==================== shift_add_multiply_4bits_flat
**shift_add_multiply_4bits_flat: cells coloured by class**

Bar = 20 um.
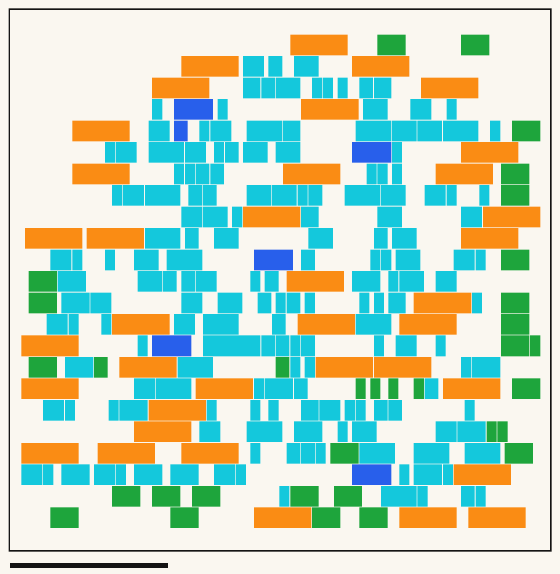
**shift_add_multiply_4bits_flat: clock wiring as the flow saved it**

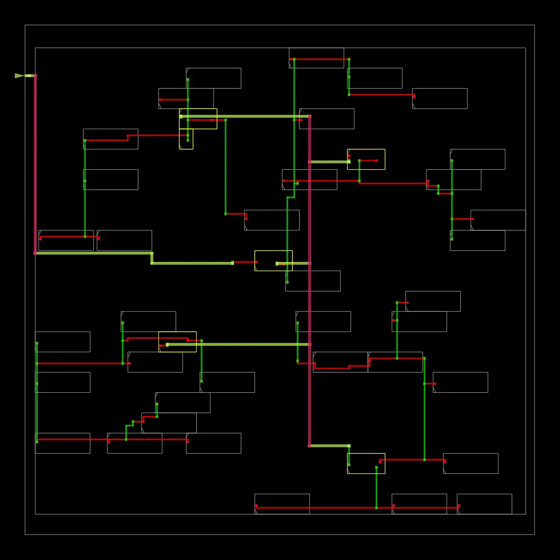
`config.mk`:
```
export PLATFORM = sky130hd
export DESIGN_NAME = shift_add_multiply_4bits_flat
export DESIGN_NICKNAME = d
export VERILOG_FILES = /design/src/rtl/shift_add_multiply_4bits_if.sv /design/src/rtl/shift_add_multiply_4bits.sv /design/src/flat_wrapper.sv
export SDC_FILE = /design/constraint.sdc
export NUM_CORES = 1
export LEC_CHECK = 0
export CORE_UTILIZATION = 44
export CTS_CLUSTER_DIAMETER = 100
export DETAILED_ROUTE_END_ITERATION = 8
export GPL_TIMING_DRIVEN = 0
export PLACE_DENSITY = 0.66
export SYNTH_ARGS = -nofsm -noshare
export SYNTH_HDL_FRONTEND = slang
export SYNTH_SLANG_ARGS = --single-unit
export TNS_END_PERCENT = 1
```
`constraint.sdc`:
```
create_clock -name clk -period 3.5 [get_ports clk]
set_input_delay 0.525 -clock clk [delete_from_list [all_inputs] [get_ports clk]]
set_output_delay 0.525 -clock clk [all_outputs]
set_load 0.05 [all_outputs]
```
`src/rtl/shift_add_multiply_4bits_if.sv`:
```
// Operand/result bundle for the sign-magnitude shift-add multiplier.
// Handshake: multiply_sel is a level request; multiply_finish stays high until multiply_sel drops.
interface shift_add_multiply_4bits_if #(
    parameter int WIDTH = 4
);
    logic                   multiply_sel;
    logic [WIDTH-1:0]       a_mag;
    logic [WIDTH-1:0]       b_mag;
    logic                   a_sign;
    logic                   b_sign;
    logic [2*WIDTH-1:0]     product;
    logic                   multiply_ovf;
    logic                   multiply_busy;
    logic                   multiply_finish;
    logic [1:0]             dbg_state;

    modport master (
        output multiply_sel, a_mag, b_mag, a_sign, b_sign,
        input  product, multiply_ovf, multiply_busy, multiply_finish, dbg_state
    );

    modport slave (
        input  multiply_sel, a_mag, b_mag, a_sign, b_sign,
        output product, multiply_ovf, multiply_busy, multiply_finish, dbg_state
    );
endinterface

```
`src/rtl/shift_add_multiply_4bits.sv`:
```
// Sequential sign-magnitude shift-add multiplier: WIDTH add/shift steps, then one sign step.
// All outputs are registered; operands are sampled only on the IDLE->RUN edge.
module shift_add_multiply_4bits #(
    parameter int WIDTH = 4
) (
    input  logic                        clk,
    input  logic                        rst,
    shift_add_multiply_4bits_if.slave   bus
);
    localparam int CW = $clog2(WIDTH) + 1;
    localparam int PW = 2 * WIDTH;

    localparam logic [1:0] S_IDLE = 2'd0;
    localparam logic [1:0] S_RUN  = 2'd1;
    localparam logic [1:0] S_SIGN = 2'd2;
    localparam logic [1:0] S_DONE = 2'd3;

    localparam logic [CW-1:0] LAST_STEP = CW'(WIDTH - 1);
    localparam logic [PW-1:0] NEG_LIMIT = PW'(1) << (PW - 1);
    localparam logic [PW-1:0] POS_LIMIT = NEG_LIMIT - PW'(1);

    logic [1:0]         r_state;
    logic [PW-1:0]      r_p;
    logic [PW-1:0]      r_m;
    logic [WIDTH-1:0]   r_q;
    logic [CW-1:0]      r_cnt;
    logic               r_s;
    logic [PW-1:0]      r_product;
    logic               r_ovf;
    logic               r_busy;
    logic               r_finish;
    logic               w_ovf;

    // A negative result may reach -2^(2W-1); a positive one only 2^(2W-1)-1.
    assign w_ovf = r_s ? (r_p > NEG_LIMIT) : (r_p > POS_LIMIT);

    always_ff @(posedge clk) begin
        if (rst) begin
            r_state   <= S_IDLE;
            r_p       <= '0;
            r_m       <= '0;
            r_q       <= '0;
            r_cnt     <= '0;
            r_s       <= 1'b0;
            r_product <= '0;
            r_ovf     <= 1'b0;
            r_busy    <= 1'b0;
            r_finish  <= 1'b0;
        end else begin
            case (r_state)
                S_IDLE: begin
                    if (bus.multiply_sel) begin
                        r_m      <= {{WIDTH{1'b0}}, bus.a_mag};
                        r_q      <= bus.b_mag;
                        r_s      <= bus.a_sign ^ bus.b_sign;
                        r_p      <= '0;
                        r_cnt    <= '0;
                        r_busy   <= 1'b1;
                        r_finish <= 1'b0;
                        r_state  <= S_RUN;
                    end
                end
                S_RUN: begin
                    if (r_q[0]) begin
                        r_p <= r_p + r_m;
                    end
                    r_m   <= r_m << 1;
                    r_q   <= r_q >> 1;
                    r_cnt <= r_cnt + CW'(1);
                    if (r_cnt == LAST_STEP) begin
                        r_state <= S_SIGN;
                    end
                end
                S_SIGN: begin
                    r_product <= r_s ? (-r_p) : r_p;
                    r_ovf     <= w_ovf;
                    r_busy    <= 1'b0;
                    r_finish  <= 1'b1;
                    r_state   <= S_DONE;
                end
                S_DONE: begin
                    // Restart requires sel to drop here first; product/ovf are kept.
                    if (!bus.multiply_sel) begin
                        r_finish <= 1'b0;
                        r_state  <= S_IDLE;
                    end
                end
                default: r_state <= S_IDLE;
            endcase
        end
    end

    assign bus.product         = r_product;
    assign bus.multiply_ovf    = r_ovf;
    assign bus.multiply_busy   = r_busy;
    assign bus.multiply_finish = r_finish;
    assign bus.dbg_state       = r_state;
endmodule

```
`src/flat_wrapper.sv`:
```
// flat-port wrapper written by rule: the top's interface ports become plain ports
module shift_add_multiply_4bits_flat 
#(
    parameter int WIDTH = 4
)
  (clk, rst, bus_multiply_sel, bus_a_mag, bus_b_mag, bus_a_sign, bus_b_sign, bus_product, bus_multiply_ovf, bus_multiply_busy, bus_multiply_finish, bus_dbg_state);
  shift_add_multiply_4bits_if #(.WIDTH(WIDTH)) bus_i ();
  input  logic clk;
  input  logic rst;
  input wire logic [$bits(bus_i.multiply_sel)-1:0] bus_multiply_sel;
  input wire logic [$bits(bus_i.a_mag)-1:0] bus_a_mag;
  input wire logic [$bits(bus_i.b_mag)-1:0] bus_b_mag;
  input wire logic [$bits(bus_i.a_sign)-1:0] bus_a_sign;
  input wire logic [$bits(bus_i.b_sign)-1:0] bus_b_sign;
  output wire logic [$bits(bus_i.product)-1:0] bus_product;
  output wire logic [$bits(bus_i.multiply_ovf)-1:0] bus_multiply_ovf;
  output wire logic [$bits(bus_i.multiply_busy)-1:0] bus_multiply_busy;
  output wire logic [$bits(bus_i.multiply_finish)-1:0] bus_multiply_finish;
  output wire logic [$bits(bus_i.dbg_state)-1:0] bus_dbg_state;
  assign bus_i.multiply_sel = bus_multiply_sel;
  assign bus_i.a_mag = bus_a_mag;
  assign bus_i.b_mag = bus_b_mag;
  assign bus_i.a_sign = bus_a_sign;
  assign bus_i.b_sign = bus_b_sign;
  assign bus_product = bus_i.product;
  assign bus_multiply_ovf = bus_i.multiply_ovf;
  assign bus_multiply_busy = bus_i.multiply_busy;
  assign bus_multiply_finish = bus_i.multiply_finish;
  assign bus_dbg_state = bus_i.dbg_state;
  shift_add_multiply_4bits #(.WIDTH(WIDTH)) u_core (.clk(clk), .rst(rst), .bus(bus_i));
endmodule
```
==> job_summary.md <==
## PnR job results

| Metric | Value |
|---|---|
| Outcome | `finished, final reports clean` |
| Worst Hold Launch | `u_core.bus.multiply_ovf` |
| Via count | `1,612` |
| Initial antenna violation count | `0` |
| All-Layer GR Usage | `20.1%` |
| Fmax | `447 MHz` |
| Non-clock buffering overhead | `12.0%` |
| Largest class | `combinational gates` |
| Post-synth ARST share | `0%` |
| Gate Area | `1120 um^2` |
| # IOs | `26` |
| FF-to-FF Start | `u_core.bus.dbg_state[0]` |
| Final instance area | `2310 um^2` |
| Seq/total area | `32.0%` |
| Sequential share of the synthesized area | `38.2%` |
| Chip area | `4670 um^2` |
| Drc violations | `0` |
| Cell Area, Synth | `1940 um^2` |
| PortBufs | `24` |
| Routability congestion estimate | `0.775` |
| Layout clock area frac | `3.19%` |
| Non-clock buffers | `33` |
| Final hold vios | `0` |
| CTS tree | `done` |
| Max FO, Critical Path | `9` |
| # rows | `23` |
| Crit end category | `flop` |
| Top cells excl fill/tap | `dfxtp_1 (37), nor2_1 (36), clkdlybuf4s50_1 (24), nand2_1 (15), a211oi_1 (15)` |
| Worst hold margin | `0.476 ns` |
| VDD IR max | `377 uV` |
| Bufs on Longest Clock Path | `2` |
| Yosys top cell by area | `dfxtp_1` |
| Leak pwr | `0.891 nW` |
| Post-CTS resize count | `0` |
| Worst EP arrival | `2.43 ns` |
| Top cells by area | `dfxtp_1 (38%), ha_1 (9.0%), nor2_1 (7.0%), mux2i_1 (6.2%), a211oi_1 (5.8%)` |
| Yosys chip area | `1940 um^2` |
| Die height | `68.3 um` |
| Invs w/o clock | `11` |
| CTS HTree Levels | `2` |
| Cells on worst reg2reg path | `7` |
| Final setup viols | `0` |
About 'cells coloured by class' of shift_add_multiply_4bits_flat:
[clock drivers and dummy loads] blue | cells: 6
[remaining buffers and delay cells] green | cells: 33
[registers] orange | cells: 37
[remaining logic cells] cyan | cells: 175

About 'clock wiring as the flow saved it' of shift_add_multiply_4bits_flat:
CTS sink cnt: 37
worst skew pair latency: 0.29 ns
number of clock buffers in the layout: 5
total CTS buffers: 5
Seq cells: 37

==> worst max-delay path: stages, from the launching register on <==
cell      delay, ns
dfxtp_1        0.36
inv_1          0.11
ha_1           0.31
mux2i_1        0.77
a21oi_1        0.24
a21oi_1        0.21
nand2_1        0.06
o311ai_0       0.07
==> power breakdown <==
group,leakage (nW),switching [W],internal (W)
Combinational,0.550,0.000530,0.000297
Clock,0.0399,0.000144,0.000131
Sequential,0.301,0.0000838,0.000523
==> metal layers <==
metal  vias to the layer above  global-route usage, %  share of wire (%)
met5                         -                      0                  0
met3                         7                   5.50                4.4
met2                        31                   29.2                 43
met4                         0                   7.81                1.7
li1                        848                      -                  -
met1                       726                   27.9                 50
==> metrics by stage <==
stage                     worst slack (ns)  total power, W  std cells
after floorplan                       1.41         0.00122        221
after global placement               0.972         0.00144        295
after detailed placement              1.00         0.00145        295
after CTS                             1.27         0.00173        301
after global routing                  1.10         0.00184        301
final                                 1.26         0.00171        301
==> kinds of logic after synthesis <==
kind of cell / synth area share, %
AND-OR/OR-AND: 20.9
buffers and inverters: 4.00
multiplexers: 6.20
AND/OR/NAND/NOR: 14.7
adder cells (fa/ha/maj): 10.1
XOR/XNOR: 5.88
flip-flops: 38.2

==================== spi_frame_tx_ctrl
**spi_frame_tx_ctrl: supply network**

Pins as bars on the die edge.
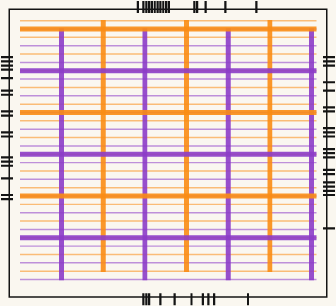
**spi_frame_tx_ctrl: cells coloured by class**

Bar = 20 um.
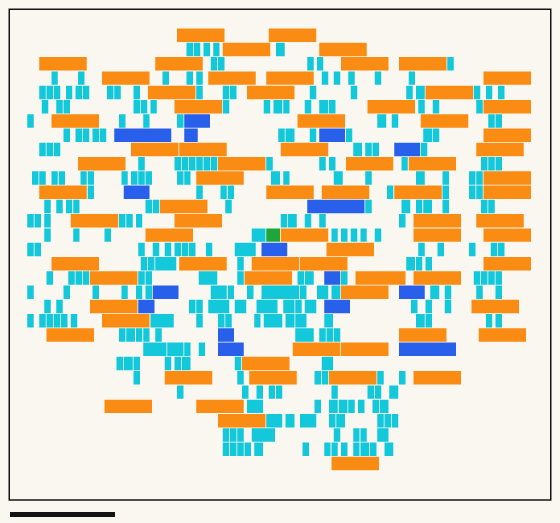
**spi_frame_tx_ctrl: clock wires, drivers and flops**

Bar = 20 um.
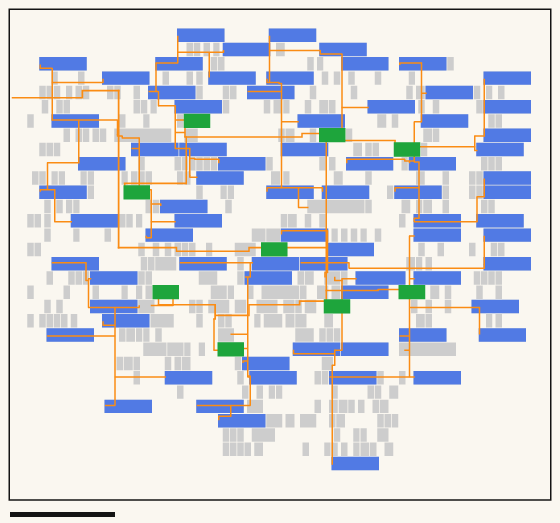
### src/rtl/spi_frame_pkg.sv
// Shared definitions for spi_frame_tx_ctrl: FSM state encoding, byte-count
// and checksum helpers.
package spi_frame_pkg;

  typedef enum logic [2:0] {
    ST_IDLE  = 3'd0,
    ST_SETUP = 3'd1,
    ST_SEND  = 3'd2,
    ST_WAIT  = 3'd3,
    ST_HOLD  = 3'd4
  } state_t;

  localparam int MAX_DATA_W = 32;

  function automatic int num_bytes(input int w);
    return (w + 7) / 8;
  endfunction

  // XOR of the n least-significant bytes of word.
  function automatic logic [7:0] xor_bytes(input logic [MAX_DATA_W-1:0] word, input int n);
    logic [7:0] acc;
    acc = 8'h00;
    for (int i = 0; i < MAX_DATA_W / 8; i++) begin
      if (i < n) begin
        acc = acc ^ word[i*8 +: 8];
      end else begin
        acc = acc;
      end
    end
    return acc;
  endfunction

endpackage

### src/rtl/spi_frame_tx_ctrl.sv
// SPI frame sequencer: snapshots a word on trigger and sends it MSB byte first
// under one SS window, collecting MISO bytes. Define CHECKSUM_EN to append an XOR byte.
module spi_frame_tx_ctrl
  import spi_frame_pkg::*;
#(
  parameter int DATA_W       = 14,
  parameter int SS_SETUP_CYC = 1,
  parameter int SS_HOLD_CYC  = 1,
  parameter int DROP_CNT_W   = 8,
  localparam int NUM_BYTES   = num_bytes(DATA_W)
) (
  input  logic                   clk,
  input  logic                   reset,
  input  logic                   i_trigger,
  input  logic [DATA_W-1:0]      i_data,
  output logic                   spi_start,
  output logic [7:0]             spi_tx_data,
  input  logic [7:0]             spi_rx_data,
  input  logic                   spi_done,
  output logic                   ss,
  output logic                   o_busy,
  output logic                   o_frame_done,
  output logic [NUM_BYTES*8-1:0] o_rx_data,
  output logic                   o_rx_valid,
  output logic [DROP_CNT_W-1:0]  o_drop_cnt
);

  localparam int RX_W = NUM_BYTES * 8;
`ifdef CHECKSUM_EN
  localparam int TOT_BYTES = NUM_BYTES + 1;
`else
  localparam int TOT_BYTES = NUM_BYTES;
`endif
  localparam int TOT_W   = TOT_BYTES * 8;
  localparam int IDX_W   = 3;
  localparam int CNT_MAX = (SS_SETUP_CYC > SS_HOLD_CYC) ? SS_SETUP_CYC : SS_HOLD_CYC;
  localparam int CNT_W   = $clog2(CNT_MAX + 1);

  localparam logic [IDX_W-1:0] LAST_IDX   = IDX_W'(TOT_BYTES - 1);
  localparam logic [CNT_W-1:0] SETUP_LAST = CNT_W'(SS_SETUP_CYC - 1);
  localparam logic [CNT_W-1:0] HOLD_LAST  = CNT_W'(SS_HOLD_CYC - 1);

  state_t                  state_r;
  logic [IDX_W-1:0]        idx_r;
  logic [CNT_W-1:0]        cnt_r;
  logic [TOT_W-1:0]        tx_sh_r;
  logic [RX_W-1:0]         rx_sh_r;
  logic [RX_W-1:0]         rx_data_r;
  logic [7:0]              tx_byte_r;
  logic                    ss_r;
  logic                    busy_r;
  logic                    start_r;
  logic                    frame_done_r;
  logic                    rx_valid_r;
  logic [DROP_CNT_W-1:0]   drop_r;
  logic [RX_W-1:0]         payload_s;
  logic [TOT_W-1:0]        frame_s;
  logic [RX_W-1:0]         rx_next_s;

  // Frame image loaded on an accepted trigger, and the rx shift-in value.
  always_comb begin
    payload_s = RX_W'(i_data);
`ifdef CHECKSUM_EN
    frame_s   = {payload_s, xor_bytes(MAX_DATA_W'(payload_s), NUM_BYTES)};
`else
    frame_s   = payload_s;
`endif
    rx_next_s = (rx_sh_r << 4'd8) | RX_W'(spi_rx_data);
  end

  // Frame sequencer: SS timing, byte issue, MISO collection and completion pulses.
  always_ff @(posedge clk or posedge reset) begin
    if (reset) begin
      state_r      <= ST_IDLE;
      idx_r        <= '0;
      cnt_r        <= '0;
      tx_sh_r      <= '0;
      rx_sh_r      <= '0;
      rx_data_r    <= '0;
      tx_byte_r    <= 8'h00;
      ss_r         <= 1'b1;
      busy_r       <= 1'b0;
      start_r      <= 1'b0;
      frame_done_r <= 1'b0;
      rx_valid_r   <= 1'b0;
    end else begin
      start_r      <= 1'b0;
      frame_done_r <= 1'b0;
      rx_valid_r   <= 1'b0;
      case (state_r)
        ST_IDLE: begin
          if (i_trigger) begin
            tx_sh_r <= frame_s;
            rx_sh_r <= '0;
            idx_r   <= '0;
            cnt_r   <= '0;
            ss_r    <= 1'b0;
            busy_r  <= 1'b1;
            state_r <= ST_SETUP;
          end else begin
            state_r <= ST_IDLE;
          end
        end
        ST_SETUP: begin
          // start is raised on entry to SEND so SS leads it by exactly SS_SETUP_CYC
          if (cnt_r == SETUP_LAST) begin
            start_r   <= 1'b1;
            tx_byte_r <= tx_sh_r[TOT_W-1 -: 8];
            tx_sh_r   <= tx_sh_r << 4'd8;
            state_r   <= ST_SEND;
          end else begin
            cnt_r <= cnt_r + CNT_W'(1);
          end
        end
        ST_SEND: begin
          state_r <= ST_WAIT;
        end
        ST_WAIT: begin
          if (spi_done) begin
`ifdef CHECKSUM_EN
            if (idx_r != LAST_IDX) begin
              rx_sh_r <= rx_next_s;
            end else begin
              rx_sh_r <= rx_sh_r;
            end
`else
            rx_sh_r <= rx_next_s;
`endif
            if (idx_r == LAST_IDX) begin
              cnt_r   <= '0;
              state_r <= ST_HOLD;
            end else begin
              idx_r     <= idx_r + IDX_W'(1);
              start_r   <= 1'b1;
              tx_byte_r <= tx_sh_r[TOT_W-1 -: 8];
              tx_sh_r   <= tx_sh_r << 4'd8;
              state_r   <= ST_SEND;
            end
          end else begin
            state_r <= ST_WAIT;
          end
        end
        ST_HOLD: begin
          if (cnt_r == HOLD_LAST) begin
            ss_r         <= 1'b1;
            busy_r       <= 1'b0;
            frame_done_r <= 1'b1;
            rx_valid_r   <= 1'b1;
            rx_data_r    <= rx_sh_r;
            state_r      <= ST_IDLE;
          end else begin
            cnt_r <= cnt_r + CNT_W'(1);
          end
        end
        default: begin
          ss_r    <= 1'b1;
          busy_r  <= 1'b0;
          state_r <= ST_IDLE;
        end
      endcase
    end
  end

  // Saturating count of triggers that arrive while a frame is in flight.
  always_ff @(posedge clk or posedge reset) begin
    if (reset) begin
      drop_r <= '0;
    end else if (i_trigger && busy_r && (drop_r != {DROP_CNT_W{1'b1}})) begin
      drop_r <= drop_r + DROP_CNT_W'(1);
    end else begin
      drop_r <= drop_r;
    end
  end

  assign spi_start    = start_r;
  assign spi_tx_data  = tx_byte_r;
  assign ss           = ss_r;
  assign o_busy       = busy_r;
  assign o_frame_done = frame_done_r;
  assign o_rx_data    = rx_data_r;
  assign o_rx_valid   = rx_valid_r;
  assign o_drop_cnt   = drop_r;

endmodule

### config.mk
export PLATFORM = sky130hd
export DESIGN_NAME = spi_frame_tx_ctrl
export DESIGN_NICKNAME = d
export VERILOG_FILES = /design/src/rtl/spi_frame_pkg.sv /design/src/rtl/spi_frame_tx_ctrl.sv
export SDC_FILE = /design/constraint.sdc
export NUM_CORES = 1
export LEC_CHECK = 0
export ABC_AREA = 1
export CAP_MARGIN = 15
export CELL_PAD_IN_SITES_DETAIL_PLACEMENT = 0
export CELL_PAD_IN_SITES_GLOBAL_PLACEMENT = 2
export CORE_ASPECT_RATIO = 0.9
export CORE_MARGIN = 3
export CORE_UTILIZATION = 39
export DETAILED_ROUTE_END_ITERATION = 7
export DONT_BUFFER_PORTS = 1
export GPL_ROUTABILITY_DRIVEN = 1
export PLACE_DENSITY = 0.94
export REMOVE_ABC_BUFFERS = 1
export SLEW_MARGIN = 20
export SYNTH_ARGS = -nofsm -noshare
export SYNTH_HDL_FRONTEND = slang
export SYNTH_SLANG_ARGS = --single-unit
### constraint.sdc
create_clock -name clk -period 4.15 [get_ports clk]
set_input_delay 0.6225 -clock clk [delete_from_list [all_inputs] [get_ports clk]]
set_output_delay 0.6225 -clock clk [all_outputs]
set_load 0.05 [all_outputs]
==> job_summary.md <==
## PnR job results

| Metric | Value |
|---|---|
| Met2 wire len | `2.86 mm` |
| P_sw | `0.00137 W` |
| Top cells excl fill/tap | `nand2_1 (213), dfrtp_1 (73), inv_1 (23), o21ai_0 (21), nor2_1 (20)` |
| Invs w/o clock | `28` |
| Post-synth EDFFs | `0` |
| Sw Share | `46.0%` |
| Most frequent cell after synthesis | `nand2_1` |
| Post-synth top flop | `dfrtp_1` |
| Drc violations | `0` |
| Grt met2 use | `22.6%` |
| Final setup viols | `0` |
| Clk_skew | `0.00837 ns` |
| PortBufs | `0` |
| Critical Path Stages | `7` |
| CP dominant cell by count | `nand2_1` |
| Ys flops | `74` |
| Cell variety after synth | `30` |
| Reg2Reg Setup Slack | `2.18 ns` |
| Ys cells | `401` |
| Share of cells above drive strength 1 | `8.85%` |
| Crit path kind | `reg -> reg` |
| Metal1 wirelength | `3.18 mm` |
| Register Area | `1850 um^2` |
| Seq pwr share | `49.4%` |
| Outcome | `finished, final reports clean` |
| Post-CTS resize count | `0` |
| Final min period | `1.97 ns` |
| Total CTS buffers | `9` |
| Fin nets | `431` |
| VDD IR max | `282 uV` |
| Crit-path slowest cell | `dfrtp_1` |
| Post-synth mux share | `0%` |
| Cell Area, Synth | `3300 um^2` |
| Cells on worst reg2reg path | `7` |
| Synth top cells by count | `nand2_1 (213), dfrtp_1 (73), inv_1 (24)` |
| Int Pwr | `0.00161 W` |
| Fmax | `508 MHz` |
| All-Layer GR Usage | `15.1%` |
| Slew Viols, Final | `0` |
| Worst EP arrival | `2.26 ns` |
| Non-clock buffers | `1` |
| CP max stage delay | `0.50 ns` |
| Final period utilization | `47.4%` |
| Hpwl dp | `4.36 mm` |
About 'supply network' of spi_frame_tx_ctrl:
[VSS] purple
[VDD] orange
signal pins: 63
rows: 31
met1 rails: 32
die width: 103 um
die height: 93.2 um

About 'cells coloured by class' of spi_frame_tx_ctrl:
[clock drivers and dummy loads] blue | cells: 16
[remaining logic cells] cyan | cells: 316
[remaining buffers and delay cells] green | cells: 1
[registers] orange | cells: 74

About 'clock wires, drivers and flops' of spi_frame_tx_ctrl:
[clock wires] orange | length: 959 um
[flip-flops] blue | count: 74
[clock-net drivers] green | count: 9
flops lie: all over the die
routed clock nets: 10

## stage by stage
step | total power, W | cell area [um^2] | instances
floorplan | 0.00209 | 3220 | 390
global placement | 0.00230 | 3350 | 490
detailed placement | 0.00232 | 3350 | 490
CTS | 0.00302 | 3600 | 506
global route | 0.00322 | 3600 | 506
finish | 0.00298 | 3600 | 506
## worst reg2reg max path: cells and delay by family, from the launching register on
family	cells	cell delay [ns]
simple gates	4	0.60
buf+inv	3	0.82
flops	1	0.50
## how the worst max path moves through the flow
stage	slack, ns	start	end
2_1_floorplan	1.65	reset	idx_r[0]
3_3_place_gp	2.21	state_r[2]	spi_tx_data[3]
3_5_place_dp	2.17	state_r[2]	spi_tx_data[2]
4_1_cts	2.16	state_r[2]	spi_tx_data[1]
5_1_grt	1.95	state_r[2]	spi_tx_data[6]
6_report	2.18	state_r[2]	spi_tx_data[1]
## registers in the layout (all words and copies together) (netlist names)
name / count
o_busy: 1
idx_r: 3
ss: 1
tx_sh_r: 16
spi_tx_data: 8
state_r: 3
spi_start: 1
rx_sh_r: 16
o_drop_cnt: 8
o_rx_valid: 1
o_rx_data: 16

==================== mod_counter
**mod_counter: supply network**

Pins as bars on the die edge.
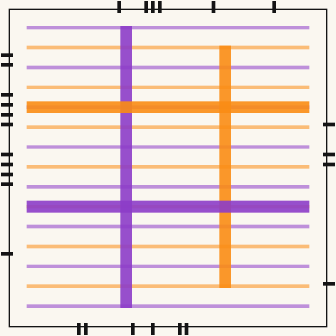
**mod_counter: cells coloured by class**

Bar = 10 um.
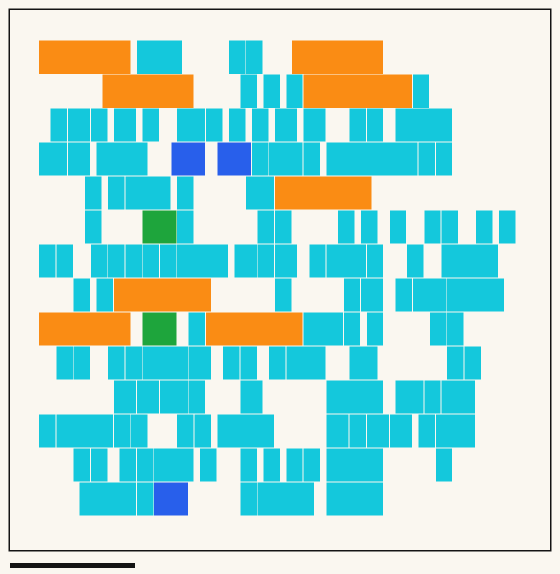
File: src/rtl/mod_counter.sv
// mod_counter: loadable up/down counter with terminal value, wrap/one-shot modes and wrap/done status.
// Optional compare/PWM output enabled by defining MOD_COUNTER_CMP_EN.
module mod_counter #(
  parameter int WIDTH = 6
) (
  input  logic             clk,
  input  logic             rst,
  input  logic             cnt_en,
  input  logic             init,
  input  logic [WIDTH-1:0] ld,
  input  logic [WIDTH-1:0] period,
  input  logic             dir,
  input  logic             one_shot,
`ifdef MOD_COUNTER_CMP_EN
  input  logic [WIDTH-1:0] cmp,
  output logic             pwm,
`endif
  output logic [WIDTH-1:0] out,
  output logic             co,
  output logic             wrap,
  output logic             done
);
  typedef enum logic {COUNT, HOLD} state_t;
  state_t state;
  logic [WIDTH-1:0] step, term;
  always_comb begin
    co   = dir ? (out == '0) : (out >= period);
    step = dir ? out - 1'b1 : out + 1'b1;
    term = dir ? period : '0;
  end
  always_ff @(posedge clk) begin
    if (rst) begin
      state <= COUNT;
      out   <= '0;
      wrap  <= 1'b0;
      done  <= 1'b0;
    end else if (init) begin
      state <= COUNT;
      out   <= ld;
      wrap  <= 1'b0;
      done  <= 1'b0;
    end else if (state == COUNT && cnt_en) begin
      wrap <= co;
      if (!co) out <= step;
      else if (!one_shot) out <= term;
      else begin
        state <= HOLD;
        done  <= 1'b1;
      end
    end else begin
      wrap <= 1'b0;
    end
  end
`ifdef MOD_COUNTER_CMP_EN
  always_ff @(posedge clk) pwm <= rst ? 1'b0 : (out < cmp);
`endif
endmodule
File: config.mk
export PLATFORM = sky130hd
export DESIGN_NAME = mod_counter
export DESIGN_NICKNAME = d
export VERILOG_FILES = /design/src/rtl/mod_counter.sv
export SDC_FILE = /design/constraint.sdc
export NUM_CORES = 1
export LEC_CHECK = 0
export ABC_AREA = 1
export CAP_MARGIN = 20
export CORE_MARGIN = 2
export CORE_UTILIZATION = 55
export DETAILED_ROUTE_END_ITERATION = 7
export DONT_BUFFER_PORTS = 1
export GPL_TIMING_DRIVEN = 0
export PLACE_DENSITY = 0.73
export RECOVER_POWER = 25
export SLEW_MARGIN = 40
export SYNTH_ARGS = -nofsm -noshare
export SYNTH_HDL_FRONTEND = slang
export SYNTH_SLANG_ARGS = --single-unit
File: constraint.sdc
create_clock -name clk -period 2.3 [get_ports clk]
set_clock_uncertainty 0.2 [all_clocks]
set_input_delay 0.46 -clock clk [delete_from_list [all_inputs] [get_ports clk]]
set_output_delay 0.46 -clock clk [all_outputs]
set_load 0.01 [all_outputs]
==> job_summary.md <==
## PnR job results

| Metric | Value |
|---|---|
| Outcome | `finished, final reports clean` |
| Cts hold-fix bufs | `0` |
| Area leader share | `18.9%` |
| Final hold vios | `0` |
| Commonest Layout Cell | `nand2_1` |
| Synth top cells by count | `nand2_1 (36), nor2_1 (27), inv_1 (20)` |
| CP Buf/Inv Count | `3` |
| Number of clock buffers in the layout | `3` |
| CP top delay family | `simple AND/OR/NAND/NOR gates` |
| PortBufs | `0` |
| Routed len/inst | `12.0 um` |
| Crit path kind | `reg -> out` |
| Post-synth top flop | `dfxtp_1` |
| FILL cells | `146` |
| Area growth syn-to-layout | `7.99%` |
| Die height | `43.2 um` |
| Least-Margin Pin Slew | `0.282 ns` |
| Bufs on Longest Clock Path | `2` |
| Vias in the first global route | `796` |
| Syn Nets | `165` |
| Post-CTS resize count | `1` |
| DR WL met3 | `87 um` |
| First-pass GRT wire length | `3.24 mm` |
| Hold path depth | `1` |
| Initial antenna violation count | `0` |
| CP max stage delay | `0.38 ns` |
| Seq cells | `8` |
## Picture notes: 'supply network' of mod_counter
[VDD] orange
[VSS] purple
met1 rails: 15
rows: 14
met4 straps: 2
met5 straps: 2
signal pins: 27

## Picture notes: 'cells coloured by class' of mod_counter
[remaining logic cells] cyan | cells: 128
[remaining buffers and delay cells] green | cells: 2
[clock-net drivers] blue | cells: 3
[registers] orange | cells: 8
Seq/total area: 18.4%
# rows: 14
final instance area: 913 um^2

## metrics by stage
step	power [W]	cell area (um^2)	std cells	utilization (%)
floorplan	0.000328	846	136	-
global placement	0.000360	866	152	58.8
detailed placement	0.000365	866	152	58.8
CTS	0.000472	890	155	60.5
global route	0.000529	913	157	62.1
finish	0.000485	913	157	62.1
## cell families after synthesis
| family | count (synthesis) | share of synthesized area [%] |
|---|---|---|
| AND/OR/NAND/NOR | 78 | 41.4 |
| XOR/XNOR | 4 | 4.14 |
| AND-OR/OR-AND | 14 | 9.02 |
| adder cells (fa/ha/maj) | 11 | 17.2 |
| flip-flops | 8 | 18.9 |
| buffers and inverters | 21 | 9.32 |
## flip-flops by register name (all words and copies together), names as in the netlist
name,flops
wrap,1
state,1
out,6
## power groups by stage
stage | Combinational (W) | Clock [W] | Sequential (W)
final | 0.000198 | 0.000113 | 0.000175
after global routing | 0.000231 | 0.000121 | 0.000177
after CTS | 0.000190 | 0.000109 | 0.000174
after detailed placement | 0.000188 | 0 | 0.000176
after global placement | 0.000184 | 0 | 0.000176
after floorplan | 0.000157 | 0 | 0.000170


==> notes/layouts.md <==
Pictures saved along the way, in no particular order.

Wiring by layer.
Only two layers are drawn.
Plate I
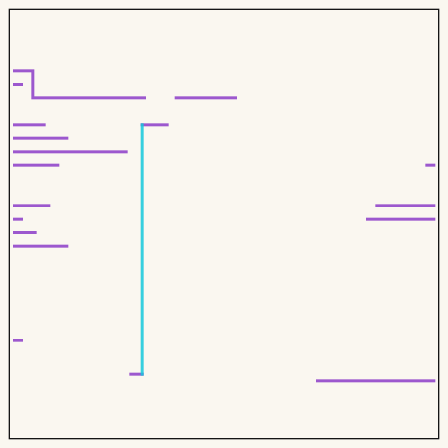
Plate II
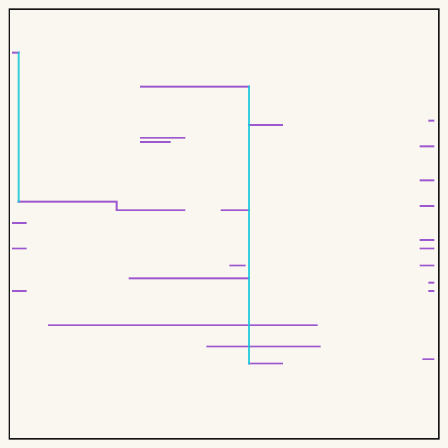
Plate III
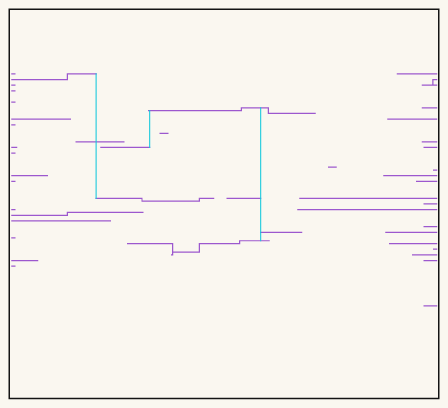
- mod_counter = Plate I
- spi_frame_tx_ctrl = Plate III
- shift_add_multiply_4bits_flat = Plate II

Key to Plate II:
[M4] cyan | wire length: 68.0 um
[M3] purple | wire length: 177 um

Power figures rest on the tool's default switching activity, not on a simulated workload.
